=== design 1 ===
Design 1, cell sizes after repair:
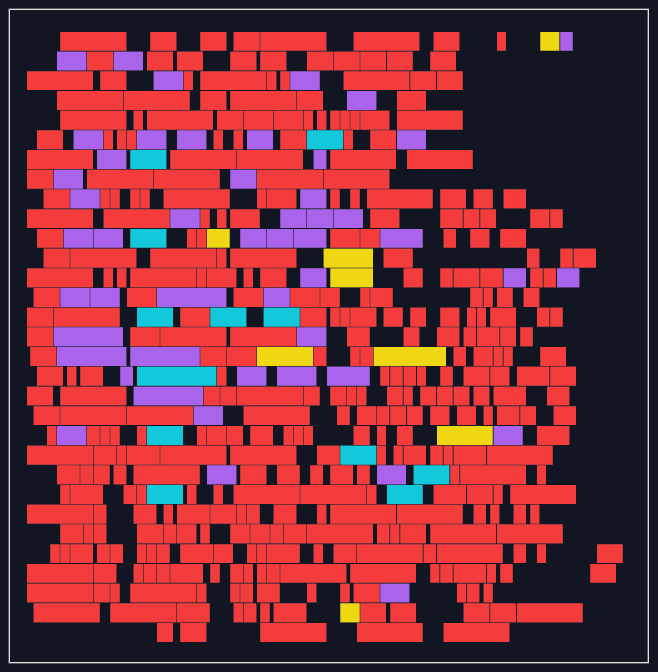

File: src/rtl/ps2_key_tracker_if.sv
`default_nettype none
// +----------------------------------------------------------------------------+
// | ps2_key_tracker_if                                                         |
// | PS/2 line inputs and key/byte/status outputs of the PS/2 key tracker.      |
// | Revision: 1.0                                                              |
// +----------------------------------------------------------------------------+
interface ps2_key_tracker_if;
    logic        i_ps2_clk;
    logic        i_ps2_dat;
    logic [31:0] o_key;
    logic [7:0]  o_byte;
    logic        o_byte_valid;
    logic        o_err;
    logic [2:0]  o_state;

    modport master (
        output i_ps2_clk, i_ps2_dat,
        input  o_key, o_byte, o_byte_valid, o_err, o_state
    );

    modport slave (
        input  i_ps2_clk, i_ps2_dat,
        output o_key, o_byte, o_byte_valid, o_err, o_state
    );
endinterface
`default_nettype wire

File: src/rtl/ps2_key_tracker.sv
`default_nettype none
// +----------------------------------------------------------------------------+
// | ps2_key_tracker                                                            |
// | PS/2 keyboard receiver keeping a 32-bit held-key bitmap (make/F0/E0).      |
// | Revision: 1.0                                                              |
// +----------------------------------------------------------------------------+
module ps2_key_tracker #(
    parameter int TIMEOUT = 200
) (
    input  logic               i_clk,
    input  logic               i_rst_n,
    ps2_key_tracker_if.slave   bus
);
    localparam int                c_tmo_w   = $clog2(TIMEOUT + 1);
    localparam logic [c_tmo_w-1:0] c_tmo_max = c_tmo_w'(TIMEOUT);

    typedef enum logic [2:0] {
        S_IDLE   = 3'd0,
        S_DATA   = 3'd1,
        S_PARITY = 3'd2,
        S_STOP   = 3'd3
    } state_t;

    logic               r_clk_s1, r_clk_s2, r_clk_s3;
    logic               r_dat_s1, r_dat_s2;
    state_t             r_state, w_state_nxt;
    logic [2:0]         r_bit_cnt, w_bit_cnt_nxt;
    logic [7:0]         r_shift, w_shift_nxt;
    logic               r_parity, w_parity_nxt;
    logic [c_tmo_w-1:0] r_tmo_cnt, w_tmo_nxt;
    logic               w_fall, w_bit;
    logic               w_accept, w_frame_err, w_timeout;
    logic [5:0]         w_map;
    logic               r_ext, r_brk;
    logic [31:0]        r_key;
    logic [7:0]         r_byte;
    logic               r_byte_valid, r_err;

    // Returns {hit, bit index} for the set-2 codes tracked in the bitmap.
    function automatic logic [5:0] key_index(input logic [7:0] code);
        case (code)
            8'h1A: key_index = {1'b1, 5'd0};   8'h22: key_index = {1'b1, 5'd1};
            8'h21: key_index = {1'b1, 5'd2};   8'h2A: key_index = {1'b1, 5'd3};
            8'h32: key_index = {1'b1, 5'd4};   8'h31: key_index = {1'b1, 5'd5};
            8'h3A: key_index = {1'b1, 5'd6};   8'h41: key_index = {1'b1, 5'd7};
            8'h49: key_index = {1'b1, 5'd8};   8'h4A: key_index = {1'b1, 5'd9};
            8'h1C: key_index = {1'b1, 5'd10};  8'h1B: key_index = {1'b1, 5'd11};
            8'h23: key_index = {1'b1, 5'd12};  8'h2B: key_index = {1'b1, 5'd13};
            8'h34: key_index = {1'b1, 5'd14};  8'h33: key_index = {1'b1, 5'd15};
            8'h3B: key_index = {1'b1, 5'd16};  8'h42: key_index = {1'b1, 5'd17};
            8'h4B: key_index = {1'b1, 5'd18};  8'h4C: key_index = {1'b1, 5'd19};
            8'h52: key_index = {1'b1, 5'd20};  8'h15: key_index = {1'b1, 5'd21};
            8'h1D: key_index = {1'b1, 5'd22};  8'h24: key_index = {1'b1, 5'd23};
            8'h2D: key_index = {1'b1, 5'd24};  8'h2C: key_index = {1'b1, 5'd25};
            8'h35: key_index = {1'b1, 5'd26};  8'h3C: key_index = {1'b1, 5'd27};
            8'h43: key_index = {1'b1, 5'd28};  8'h44: key_index = {1'b1, 5'd29};
            8'h4D: key_index = {1'b1, 5'd30};  8'h54: key_index = {1'b1, 5'd31};
            default: key_index = 6'd0;
        endcase
    endfunction

    // Lines idle high, so the synchronisers reset to 1 to avoid a false edge.
    always_ff @(posedge i_clk or negedge i_rst_n) begin
        if (!i_rst_n) begin
            r_clk_s1 <= 1'b1;
            r_clk_s2 <= 1'b1;
            r_clk_s3 <= 1'b1;
            r_dat_s1 <= 1'b1;
            r_dat_s2 <= 1'b1;
        end else begin
            r_clk_s1 <= bus.i_ps2_clk;
            r_clk_s2 <= r_clk_s1;
            r_clk_s3 <= r_clk_s2;
            r_dat_s1 <= bus.i_ps2_dat;
            r_dat_s2 <= r_dat_s1;
        end
    end

    assign w_fall = r_clk_s3 & ~r_clk_s2;
    assign w_bit  = r_dat_s2;

    always_ff @(posedge i_clk or negedge i_rst_n) begin
        if (!i_rst_n) begin
            r_state   <= S_IDLE;
            r_bit_cnt <= 3'd0;
            r_shift   <= 8'd0;
            r_parity  <= 1'b0;
            r_tmo_cnt <= '0;
        end else begin
            r_state   <= w_state_nxt;
            r_bit_cnt <= w_bit_cnt_nxt;
            r_shift   <= w_shift_nxt;
            r_parity  <= w_parity_nxt;
            r_tmo_cnt <= w_tmo_nxt;
        end
    end

    always_comb begin
        w_state_nxt   = r_state;
        w_bit_cnt_nxt = r_bit_cnt;
        w_shift_nxt   = r_shift;
        w_parity_nxt  = r_parity;
        w_tmo_nxt     = '0;
        w_accept      = 1'b0;
        w_frame_err   = 1'b0;
        w_timeout     = 1'b0;

        if (r_state != S_IDLE && !w_fall && r_tmo_cnt != c_tmo_max)
            w_tmo_nxt = r_tmo_cnt + 1'b1;
        else if (r_state != S_IDLE && !w_fall)
            w_tmo_nxt = r_tmo_cnt;

        case (r_state)
            S_IDLE: begin
                if (w_fall && !w_bit) begin
                    w_state_nxt   = S_DATA;
                    w_bit_cnt_nxt = 3'd0;
                end
            end
            S_DATA: begin
                if (w_fall) begin
                    w_shift_nxt   = {w_bit, r_shift[7:1]};
                    w_bit_cnt_nxt = r_bit_cnt + 3'd1;
                    if (r_bit_cnt == 3'd7)
                        w_state_nxt = S_PARITY;
                end
            end
            S_PARITY: begin
                if (w_fall) begin
                    w_parity_nxt = w_bit;
                    w_state_nxt  = S_STOP;
                end
            end
            S_STOP: begin
                if (w_fall) begin
                    if (w_bit && (^{r_shift, r_parity}))
                        w_accept = 1'b1;
                    else
                        w_frame_err = 1'b1;
                    w_state_nxt = S_IDLE;
                end
            end
            default: w_state_nxt = S_IDLE;
        endcase

        if (r_state != S_IDLE && !w_fall && r_tmo_cnt == c_tmo_max) begin
            w_timeout   = 1'b1;
            w_state_nxt = S_IDLE;
        end
    end

    assign w_map = key_index(r_shift);

    // Prefix flags persist across bytes until a non-prefix code consumes them.
    always_ff @(posedge i_clk or negedge i_rst_n) begin
        if (!i_rst_n) begin
            r_key        <= 32'd0;
            r_byte       <= 8'd0;
            r_byte_valid <= 1'b0;
            r_err        <= 1'b0;
            r_ext        <= 1'b0;
            r_brk        <= 1'b0;
        end else begin
            r_byte_valid <= w_accept;
            r_err        <= w_frame_err | w_timeout;
            if (w_accept) begin
                r_byte <= r_shift;
                if (r_shift == 8'hE0) begin
                    r_ext <= 1'b1;
                end else if (r_shift == 8'hF0) begin
                    r_brk <= 1'b1;
                end else begin
                    if (!r_ext && w_map[5])
                        r_key[w_map[4:0]] <= ~r_brk;
                    r_ext <= 1'b0;
                    r_brk <= 1'b0;
                end
            end
        end
    end

    assign bus.o_key        = r_key;
    assign bus.o_byte       = r_byte;
    assign bus.o_byte_valid = r_byte_valid;
    assign bus.o_err        = r_err;
    assign bus.o_state      = r_state;

endmodule
`default_nettype wire

File: src/flat_wrapper.sv
// flat-port wrapper written by rule: the top's interface ports become plain ports
module ps2_key_tracker_flat 
#(
    parameter int TIMEOUT = 200
)
  (i_clk, i_rst_n, bus_i_ps2_clk, bus_i_ps2_dat, bus_o_key, bus_o_byte, bus_o_byte_valid, bus_o_err, bus_o_state);
  ps2_key_tracker_if bus_i ();
  input  logic i_clk;
  input  logic i_rst_n;
  input wire logic [$bits(bus_i.i_ps2_clk)-1:0] bus_i_ps2_clk;
  input wire logic [$bits(bus_i.i_ps2_dat)-1:0] bus_i_ps2_dat;
  output wire logic [$bits(bus_i.o_key)-1:0] bus_o_key;
  output wire logic [$bits(bus_i.o_byte)-1:0] bus_o_byte;
  output wire logic [$bits(bus_i.o_byte_valid)-1:0] bus_o_byte_valid;
  output wire logic [$bits(bus_i.o_err)-1:0] bus_o_err;
  output wire logic [$bits(bus_i.o_state)-1:0] bus_o_state;
  assign bus_i.i_ps2_clk = bus_i_ps2_clk;
  assign bus_i.i_ps2_dat = bus_i_ps2_dat;
  assign bus_o_key = bus_i.o_key;
  assign bus_o_byte = bus_i.o_byte;
  assign bus_o_byte_valid = bus_i.o_byte_valid;
  assign bus_o_err = bus_i.o_err;
  assign bus_o_state = bus_i.o_state;
  ps2_key_tracker #(.TIMEOUT(TIMEOUT)) u_core (.i_clk(i_clk), .i_rst_n(i_rst_n), .bus(bus_i));
endmodule
File: config.mk
export PLATFORM = sky130hd
export DESIGN_NAME = ps2_key_tracker_flat
export DESIGN_NICKNAME = d
export VERILOG_FILES = /design/src/rtl/ps2_key_tracker_if.sv /design/src/rtl/ps2_key_tracker.sv /design/src/flat_wrapper.sv
export SDC_FILE = /design/constraint.sdc
export NUM_CORES = 1
export LEC_CHECK = 0
export CAP_MARGIN = 20
export CORE_AREA = 2 2 86 88
export DETAILED_ROUTE_END_ITERATION = 16
export DIE_AREA = 0 0 88 90
export PLACE_DENSITY = 0.84
export SLEW_MARGIN = 20
export SYNTH_ARGS = -nofsm -noshare
export SYNTH_HDL_FRONTEND = slang
export SYNTH_SLANG_ARGS = --single-unit
export TNS_END_PERCENT = 30
File: constraint.sdc
create_clock -name i_clk -period 6.8 [get_ports i_clk]
set_input_delay 1.02 -clock i_clk [delete_from_list [all_inputs] [get_ports i_clk]]
set_output_delay 1.02 -clock i_clk [all_outputs]
set_load 0.005 [all_outputs]
=== design 2 ===
`src/rtl/cyt_bpss_rd_arbiter.sv`:
```
// Round-robin arbiter sharing one descriptor-bypass read channel among
// N_REQ requesters. Grants are tagged in an in-order FIFO so returning
// completions are steered back to the requester that issued the command.
//
// Ports:
//   aclk, aresetn            clock, asynchronous active-low reset
//   s_cmd_data/valid/ready   per-requester command inputs (slice i = requester i)
//   m_cmd_data/valid/ready   registered command output to the bypass channel
//   s_sts_data/valid/ready   completion input from the bypass read-done channel
//   m_sts_data/valid/ready   completion broadcast, one-hot valid per requester
//   outstanding              commands granted and not yet completed
//   err_orphan               sticky flag: completion seen with nothing outstanding
module cyt_bpss_rd_arbiter #(
   parameter int unsigned N_REQ   = 4,
   parameter int unsigned CMD_W   = 96,
   parameter int unsigned STS_W   = 32,
   parameter int unsigned MAX_OUT = 16
) (
   input  logic                     aclk,
   input  logic                     aresetn,
   input  logic [N_REQ*CMD_W-1:0]   s_cmd_data,
   input  logic [N_REQ-1:0]         s_cmd_valid,
   output logic [N_REQ-1:0]         s_cmd_ready,
   output logic [CMD_W-1:0]         m_cmd_data,
   output logic                     m_cmd_valid,
   input  logic                     m_cmd_ready,
   input  logic [STS_W-1:0]         s_sts_data,
   input  logic                     s_sts_valid,
   output logic                     s_sts_ready,
   output logic [STS_W-1:0]         m_sts_data,
   output logic [N_REQ-1:0]         m_sts_valid,
   input  logic [N_REQ-1:0]         m_sts_ready,
   output logic [$clog2(MAX_OUT):0] outstanding,
   output logic                     err_orphan
);

   localparam int unsigned ID_W  = $clog2(N_REQ);
   localparam int unsigned PTR_W = $clog2(MAX_OUT);
   localparam int unsigned CNT_W = PTR_W + 1;

   logic [ID_W-1:0]  rr_ptr;
   logic [ID_W-1:0]  winner;
   logic             found;
   logic             cmd_free;
   logic             not_full;
   logic             grant;
   logic             empty;
   logic             pop;
   logic [ID_W-1:0]  head;
   logic [ID_W-1:0]  tag_mem [MAX_OUT];
   logic [PTR_W-1:0] wr_ptr;
   logic [PTR_W-1:0] rd_ptr;

   // Completion routing: the head tag owns the returning completion.
   assign empty       = (outstanding == '0);
   assign head        = tag_mem[rd_ptr];
   assign m_sts_data  = s_sts_data;
   assign s_sts_ready = empty ? 1'b1 : m_sts_ready[head];
   assign pop         = s_sts_valid && !empty && m_sts_ready[head];

   always_comb begin
      m_sts_valid = '0;
      for (int unsigned i = 0; i < N_REQ; i++) begin
         m_sts_valid[i] = s_sts_valid && !empty && (head == ID_W'(i));
      end
   end

   // Round-robin search starting at rr_ptr, wrapping modulo N_REQ.
   always_comb begin
      int unsigned idx;
      winner = '0;
      found  = 1'b0;
      idx    = 0;
      for (int unsigned k = 0; k < N_REQ; k++) begin
         idx = (32'(rr_ptr) + k) % N_REQ;
         if (!found && s_cmd_valid[idx]) begin
            found  = 1'b1;
            winner = ID_W'(idx);
         end
      end
   end

   // A same-cycle completion pop frees a tag slot for this cycle's grant.
   // Grant is held off while reset is asserted so ready reads 0 in reset.
   assign cmd_free = !m_cmd_valid || m_cmd_ready;
   assign not_full = (outstanding < CNT_W'(MAX_OUT)) || pop;
   assign grant    = aresetn && cmd_free && not_full && found;

   always_comb begin
      s_cmd_ready = '0;
      if (grant) s_cmd_ready[winner] = 1'b1;
   end

   // Command register, RR pointer, tag pointers, count and orphan flag.
   always_ff @(posedge aclk or negedge aresetn) begin
      if (!aresetn) begin
         m_cmd_data  <= '0;
         m_cmd_valid <= 1'b0;
         rr_ptr      <= '0;
         wr_ptr      <= '0;
         rd_ptr      <= '0;
         outstanding <= '0;
         err_orphan  <= 1'b0;
      end else begin
         if (grant) begin
            m_cmd_data  <= s_cmd_data[32'(winner)*CMD_W +: CMD_W];
            m_cmd_valid <= 1'b1;
            rr_ptr      <= (winner == ID_W'(N_REQ - 1)) ? '0 : winner + ID_W'(1);
            wr_ptr      <= wr_ptr + PTR_W'(1);
         end else if (m_cmd_ready) begin
            m_cmd_valid <= 1'b0;
         end
         if (pop) rd_ptr <= rd_ptr + PTR_W'(1);
         case ({grant, pop})
            2'b10:   outstanding <= outstanding + CNT_W'(1);
            2'b01:   outstanding <= outstanding - CNT_W'(1);
            default: outstanding <= outstanding;
         endcase
         if (s_sts_valid && empty) err_orphan <= 1'b1;
      end
   end

   // Tag storage needs no reset: entries are only read below the count.
   always_ff @(posedge aclk) begin
      if (grant) tag_mem[wr_ptr] <= winner;
   end

endmodule

```
`config.mk`:
```
export PLATFORM = sky130hd
export DESIGN_NAME = cyt_bpss_rd_arbiter
export DESIGN_NICKNAME = d
export VERILOG_FILES = /design/src/rtl/cyt_bpss_rd_arbiter.sv
export SDC_FILE = /design/constraint.sdc
export NUM_CORES = 1
export LEC_CHECK = 0
export CAP_MARGIN = 20
export CORE_AREA = 2 2 222 224
export CTS_CLUSTER_SIZE = 30
export DETAILED_ROUTE_END_ITERATION = 10
export DIE_AREA = 0 0 224 226
export GPL_TIMING_DRIVEN = 0
export PLACE_DENSITY = 0.48
export SLEW_MARGIN = 5
export SYNTH_ARGS = -nofsm -noshare
export SYNTH_HDL_FRONTEND = slang
export SYNTH_SLANG_ARGS = --single-unit
```
`constraint.sdc`:
```
create_clock -name aclk -period 4.03 [get_ports aclk]
set_clock_uncertainty 0.1 [all_clocks]
set_input_delay 0.403 -clock aclk [delete_from_list [all_inputs] [get_ports aclk]]
set_output_delay 0.403 -clock aclk [all_outputs]
set_load 0.05 [all_outputs]
```
=== design 3 ===
### config.mk
export PLATFORM = sky130hd
export DESIGN_NAME = serial_adder
export DESIGN_NICKNAME = d
export VERILOG_FILES = /design/src/rtl/serial_adder.sv
export SDC_FILE = /design/constraint.sdc
export NUM_CORES = 1
export LEC_CHECK = 0
export CORE_UTILIZATION = 30
export CTS_BUF_LIST = sky130_fd_sc_hd__clkbuf_2
export CTS_CLUSTER_DIAMETER = 80
export CTS_CLUSTER_SIZE = 16
export DETAILED_ROUTE_END_ITERATION = 8
export HOLD_SLACK_MARGIN = 0.15
export PLACE_DENSITY = 0.56
export SYNTH_ARGS = -nofsm -noshare
export SYNTH_HDL_FRONTEND = slang
export SYNTH_SLANG_ARGS = --single-unit
### constraint.sdc
create_clock -name clk -period 5.05 [get_ports clk]
set_input_delay 1.2625 -clock clk [delete_from_list [all_inputs] [get_ports clk]]
set_output_delay 1.2625 -clock clk [all_outputs]
set_load 0.02 [all_outputs]
### src/rtl/serial_adder.sv
// Digit-serial adder: adds two WIDTH-bit operands DIGIT bits per cycle, with a valid/ready handshake on both sides.
// Define SERIAL_ADDER_OVF_EN to add the signed-overflow output ovf.
module serial_adder #(
    parameter int WIDTH = 8,
    parameter int DIGIT = 1
) (
    input  logic             clk,
    input  logic             rst,
    input  logic             in_valid,
    output logic             in_ready,
    input  logic [WIDTH-1:0] a,
    input  logic [WIDTH-1:0] b,
    input  logic             cin,
    output logic             out_valid,
    input  logic             out_ready,
    output logic [WIDTH-1:0] sum,
`ifdef SERIAL_ADDER_OVF_EN
    output logic             ovf,
`endif
    output logic             cout
);

    localparam int DIGIT_SAFE = (DIGIT < 1) ? 1 : DIGIT;
    localparam int STEPS      = WIDTH / DIGIT_SAFE;
    localparam int CNT_W      = $clog2(STEPS + 1);

    generate
        if ((DIGIT < 1) || (DIGIT > WIDTH)) begin : g_bad_digit_range
            $error("serial_adder: DIGIT must satisfy 1 <= DIGIT <= WIDTH");
        end else if ((WIDTH % DIGIT_SAFE) != 0) begin : g_bad_digit_div
            $error("serial_adder: WIDTH must be a multiple of DIGIT");
        end
    endgenerate

    typedef enum logic [1:0] {
        IDLE = 2'd0,
        BUSY = 2'd1,
        DONE = 2'd2
    } state_t;

    state_t             state_q, state_d;
    logic [WIDTH-1:0]   a_q, a_d;
    logic [WIDTH-1:0]   b_q, b_d;
    logic [WIDTH-1:0]   sum_q, sum_d;
    logic [CNT_W-1:0]   cnt_q, cnt_d;
    logic               carry_q, carry_d;
    logic               cout_q, cout_d;
`ifdef SERIAL_ADDER_OVF_EN
    logic               ovf_q, ovf_d;
`endif

    logic               accept;
    logic               last_step;
    logic [DIGIT_SAFE-1:0] a_slice;
    logic [DIGIT_SAFE-1:0] b_slice;
    logic [DIGIT_SAFE:0]   step_res;

    // State register and datapath flops
    always_ff @(posedge clk) begin
        if (rst) begin
            state_q <= IDLE;
            a_q     <= '0;
            b_q     <= '0;
            sum_q   <= '0;
            cnt_q   <= '0;
            carry_q <= 1'b0;
            cout_q  <= 1'b0;
`ifdef SERIAL_ADDER_OVF_EN
            ovf_q   <= 1'b0;
`endif
        end else begin
            state_q <= state_d;
            a_q     <= a_d;
            b_q     <= b_d;
            sum_q   <= sum_d;
            cnt_q   <= cnt_d;
            carry_q <= carry_d;
            cout_q  <= cout_d;
`ifdef SERIAL_ADDER_OVF_EN
            ovf_q   <= ovf_d;
`endif
        end
    end

    assign accept    = in_valid && in_ready;
    assign last_step = (state_q == BUSY) && (cnt_q == CNT_W'(STEPS - 1));

    // Next-state logic
    always_comb begin
        state_d = state_q;
        case (state_q)
            IDLE:    if (accept)    state_d = BUSY;
            BUSY:    if (last_step) state_d = DONE;
            DONE:    if (out_ready) state_d = IDLE;
            default:                state_d = IDLE;
        endcase
    end

    // FSM outputs; in_ready is masked by rst so nothing is taken on a reset edge
    always_comb begin
        in_ready  = (state_q == IDLE) && !rst;
        out_valid = (state_q == DONE);
    end

    // Slice selection and one digit of addition
    always_comb begin
        a_slice = '0;
        b_slice = '0;
        for (int k = 0; k < STEPS; k++) begin
            if (cnt_q == CNT_W'(k)) begin
                a_slice = a_q[k*DIGIT_SAFE +: DIGIT_SAFE];
                b_slice = b_q[k*DIGIT_SAFE +: DIGIT_SAFE];
            end
        end
        step_res = {1'b0, a_slice} + {1'b0, b_slice} + {{DIGIT_SAFE{1'b0}}, carry_q};
    end

    always_comb begin
        a_d     = a_q;
        b_d     = b_q;
        sum_d   = sum_q;
        cnt_d   = cnt_q;
        carry_d = carry_q;
        cout_d  = cout_q;
`ifdef SERIAL_ADDER_OVF_EN
        ovf_d   = ovf_q;
`endif
        case (state_q)
            IDLE: begin
                if (accept) begin
                    a_d     = a;
                    b_d     = b;
                    carry_d = cin;
                    cnt_d   = '0;
                    sum_d   = '0;
                    cout_d  = 1'b0;
`ifdef SERIAL_ADDER_OVF_EN
                    ovf_d   = 1'b0;
`endif
                end
            end
            BUSY: begin
                for (int k = 0; k < STEPS; k++) begin
                    if (cnt_q == CNT_W'(k)) begin
                        sum_d[k*DIGIT_SAFE +: DIGIT_SAFE] = step_res[DIGIT_SAFE-1:0];
                    end
                end
                carry_d = step_res[DIGIT_SAFE];
                cnt_d   = cnt_q + CNT_W'(1);
                if (last_step) begin
                    cout_d = step_res[DIGIT_SAFE];
`ifdef SERIAL_ADDER_OVF_EN
                    // Carry into the MSB recovered from the MSB operand bits and the MSB result bit
                    ovf_d  = a_q[WIDTH-1] ^ b_q[WIDTH-1] ^ step_res[DIGIT_SAFE-1]
                             ^ step_res[DIGIT_SAFE];
`endif
                end
            end
            default: ;
        endcase
    end

    assign sum  = sum_q;
    assign cout = cout_q;
`ifdef SERIAL_ADDER_OVF_EN
    assign ovf  = ovf_q;
`endif

endmodule

Design 3, gate families picked out:
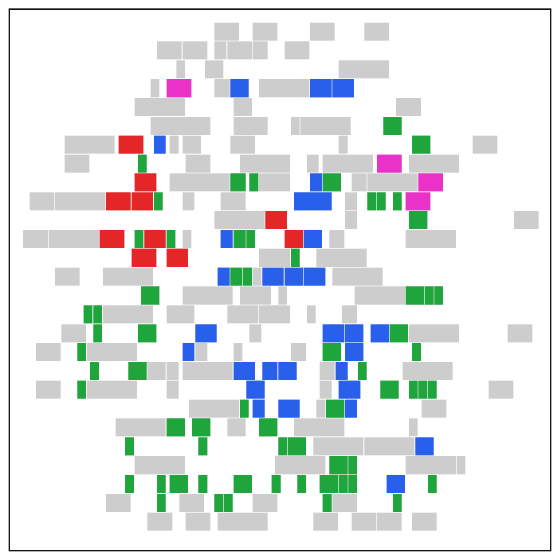
- green: NAND gates (cells 65; most used nand2_1)
- magenta: multiplexers (cells 4; most used mux2i_1)
- blue: inverting AOI/OAI gates (cells 29; most used a21oi_1)
- red: AND-OR and OR-AND gates (cells 10; where west)

==> results_slide.txt, design 3 <==
Flow Results at a Glance

Synthesis
  – Number of enable flip-flop cells: 0
  – Syn Inst Count: roughly 190

Power
  – Total chip power: 0.0005177 W
  – Fraction of power consumed by sequential logic: between 50% and 60%
  – Net Sw Frac: between 30 and 40%
  – Net Sw Power: around 0.00016 W

Status
  – Run status: finished, final reports clean

Worst hold path
  – Hold Path End: sum[7]
  – Min-delay worst type: reg -> reg
  – Startpoint of the lowest-slack hold path: sum[7]

Setup path
  – Arrival time reported for the critical path endpoint: between 2 and 2.5 ns
  – CP Cell Sequence: clkdlybuf4s50_1 -> nor3_1 -> clkdlybuf4s50_1
  – Number of cells on the worst reg-to-reg path: 7

Placement
  – Final weighted congestion of routability-driven global placement: 0.7457

Layout
  – Flip-flop and latch count: 32
  – Most frequent logic cell in the layout: sky130_fd_sc_hd__nand2_1
  – Sequential share of cell area: a little under a third
  – Final design instance area without fill: around 2100 µm²
  – Dominant kind of cell: logic gates
  – Antenna diode instance count: 0
  – Filler Cells Inserted: between 500 and 600

Timing
  – Final number of setup-violating endpoints: 0
  – Hold slack final: 0.4846 ns

Flow run
  – Count of tool warnings: 29

Floorplan
  – Floorplan-stage core utilization: a little under a third
  – Number of placed I/O pins: 32

Detailed routing
  – Starting DRC count in detailed routing: slightly above 80
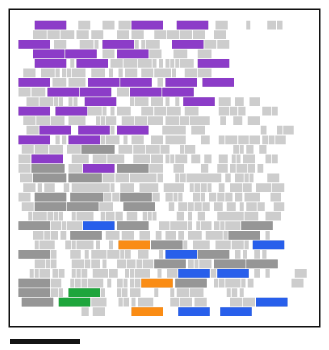
Design 1: sequential cells grouped by signal name
The bar under the picture is 20 µm long.
- green: u_core.bus.o_state (flops 2)
- blue: u_core.bus.o_byte (flops 8)
- purple: u_core.bus.o_key (flops 32)
- orange: u_core.r_bit_cnt (flops 3)
total sequential power: 0.000628 W
utilization after layout: 68.10%

Notes on 'cell sizes after repair' of design 1 above:
- cyan: _6 and larger (cells 12)
- purple: _2 cells (cells 49)
- yellow: _3 and _4 cells (cells 8)
- red: _0 and _1 cells (cells 374)

==> results_slide.txt, design 1 <==
Flow Results at a Glance

Power
  – Net Sw Frac: roughly 43%
  – Clk network pwr share: 20.3%

Status
  – Run status: finished, final reports clean

Worst hold path
  – Min-delay worst type: reg -> reg

Layout
  – Fraction of area in clock buffers and inverters: under 10%
  – Layout inverter count without the clock tree: 14

Clocking
  – TritonCTS clock tree: built

Detailed routing
  – Final routed wire length divided by cell count: around 17 µm
  – Metal3 WL: 342 µm

Timing
  – Setup Total Neg Slack: 0 ns
  – Final worst path period need: ~3.4 ns

Floorplan
  – Horizontal extent of the die: a little under 90 µm

Setup path
  – Cell family contributing the most delay on the critical path: flip-flops
  – Slowest CP cell: sky130_fd_sc_hd__dfrtp_1

Global routing
  – Pin count of the biggest net entering global routing: ~72
  – GRT Resource Usage Total: roughly a quarter

Synthesis
  – XOR/XNOR Area Share: 2.772%
  – Mapped Nets: between 400 and 500
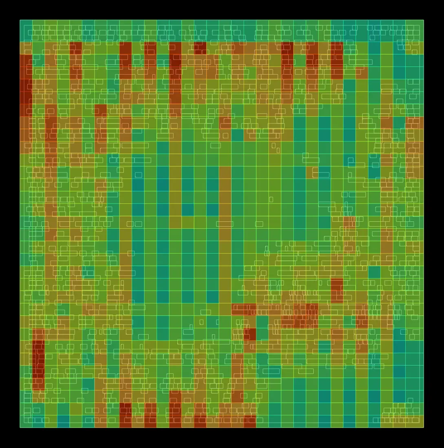
Design 2: routing congestion
final routed wire length divided by cell count: 20.90 µm
global routing usage on met2: 29.09%
GRT Resource Usage Total: 15.85%
most used routing layer in global routing: met2

==> results_slide.txt, design 2 <==
Flow Results at a Glance

Global routing
  – Global-route met3 utilization: under 10%
  – Overflow after GRT: 0
  – Wire length of the first global-routing pass: ~58 mm

Power
  – VDD IR-drop max: between 0.3 and 0.4 mV
  – Combinational power: 0.00861 W
  – Fraction of power consumed by sequential logic: between 20 and 25%
  – Clk network pwr share: 12.8%
  – Total power density per cell area: approximately 760 nW/µm²

Clocking
  – Buffer cell driving the clock tree root: sky130_fd_sc_hd__clkbuf_16
  – TritonCTS clock tree: built
  – Number of cells upsized or downsized after cts: 23

Synthesis
  – Fraction of synthesis flops using an asynchronous set or reset pin: 77.93%
  – Flops out of synthesis: between 100 and 150
  – Post-Synth AOI/OAI Area: approximately 3.3%
  – XOR/XNOR Area Share: ~1.1%
  – Yosys-reported design area after synthesis: roughly 9900 µm²

Status
  – Run status: finished, final reports clean

Setup path
  – CP Cell Sequence: buf_8 -> mux4_2 -> a22oi_4 -> nand3_2 -> a21o_1 -> a31o_4 -> buf_12 -> ha_2 -> clkbuf_8 -> xor2_1 -> ha_2 -> o21a_1 -> o22a_1 -> a21oi_2 -> xor2_1 -> nor2_1 -> xor2_1
  – Cell count along the critical path: 17
  – Maximum net fanout on the critical path: 11
  – Slowest CP cell: sky130_fd_sc_hd__mux4_2

Floorplan
  – Number of placed I/O pins: between 500 and 600
  – Core outline area: around 48000 µm²

Layout
  – Flip-flop and latch count: around 150
  – Dominant kind of cell: non-clock buffers
  – Fraction of layout cells with a size suffix above 1: 17.34%

Worst hold path
  – Min-delay worst type: reg -> reg

Detailed routing
  – First-pass iteration count of the detailed router: 4
  – Vias per inst: between 4 and 5

Flow run
  – Number of max-cap violations: 0

Placement
  – Instance area after placement: 16110 µm²

Timing
  – Slew at the pin closest to its max-slew limit: roughly 1.0 ns

==> gallery <==
Metal layers overlaid.
Two of the layers only.
image #1
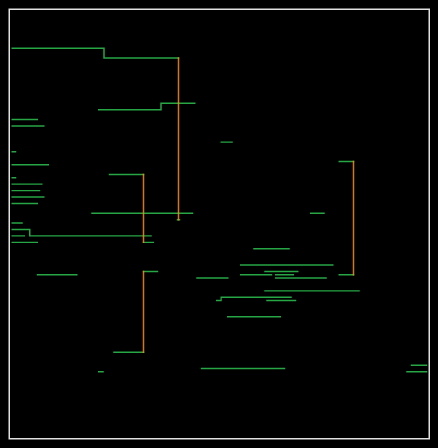
image #2
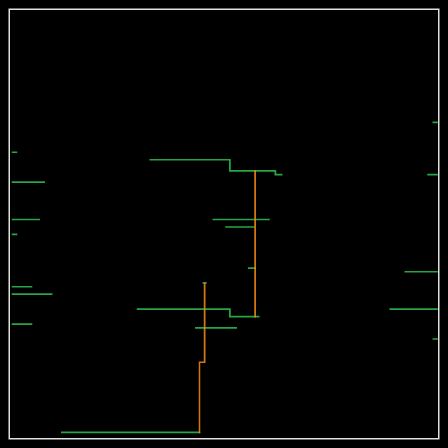
image #3
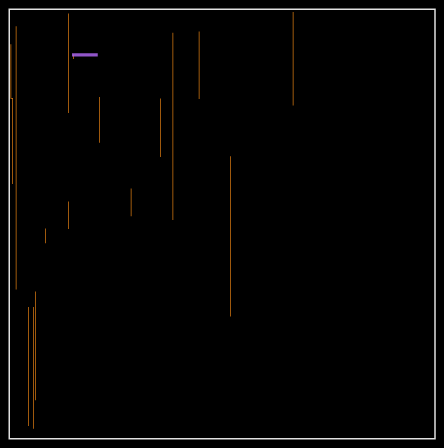
For design 3, see image #2.
For design 1, see image #1.
For design 2, see image #3.


Power and IR drop assume default switching activity.
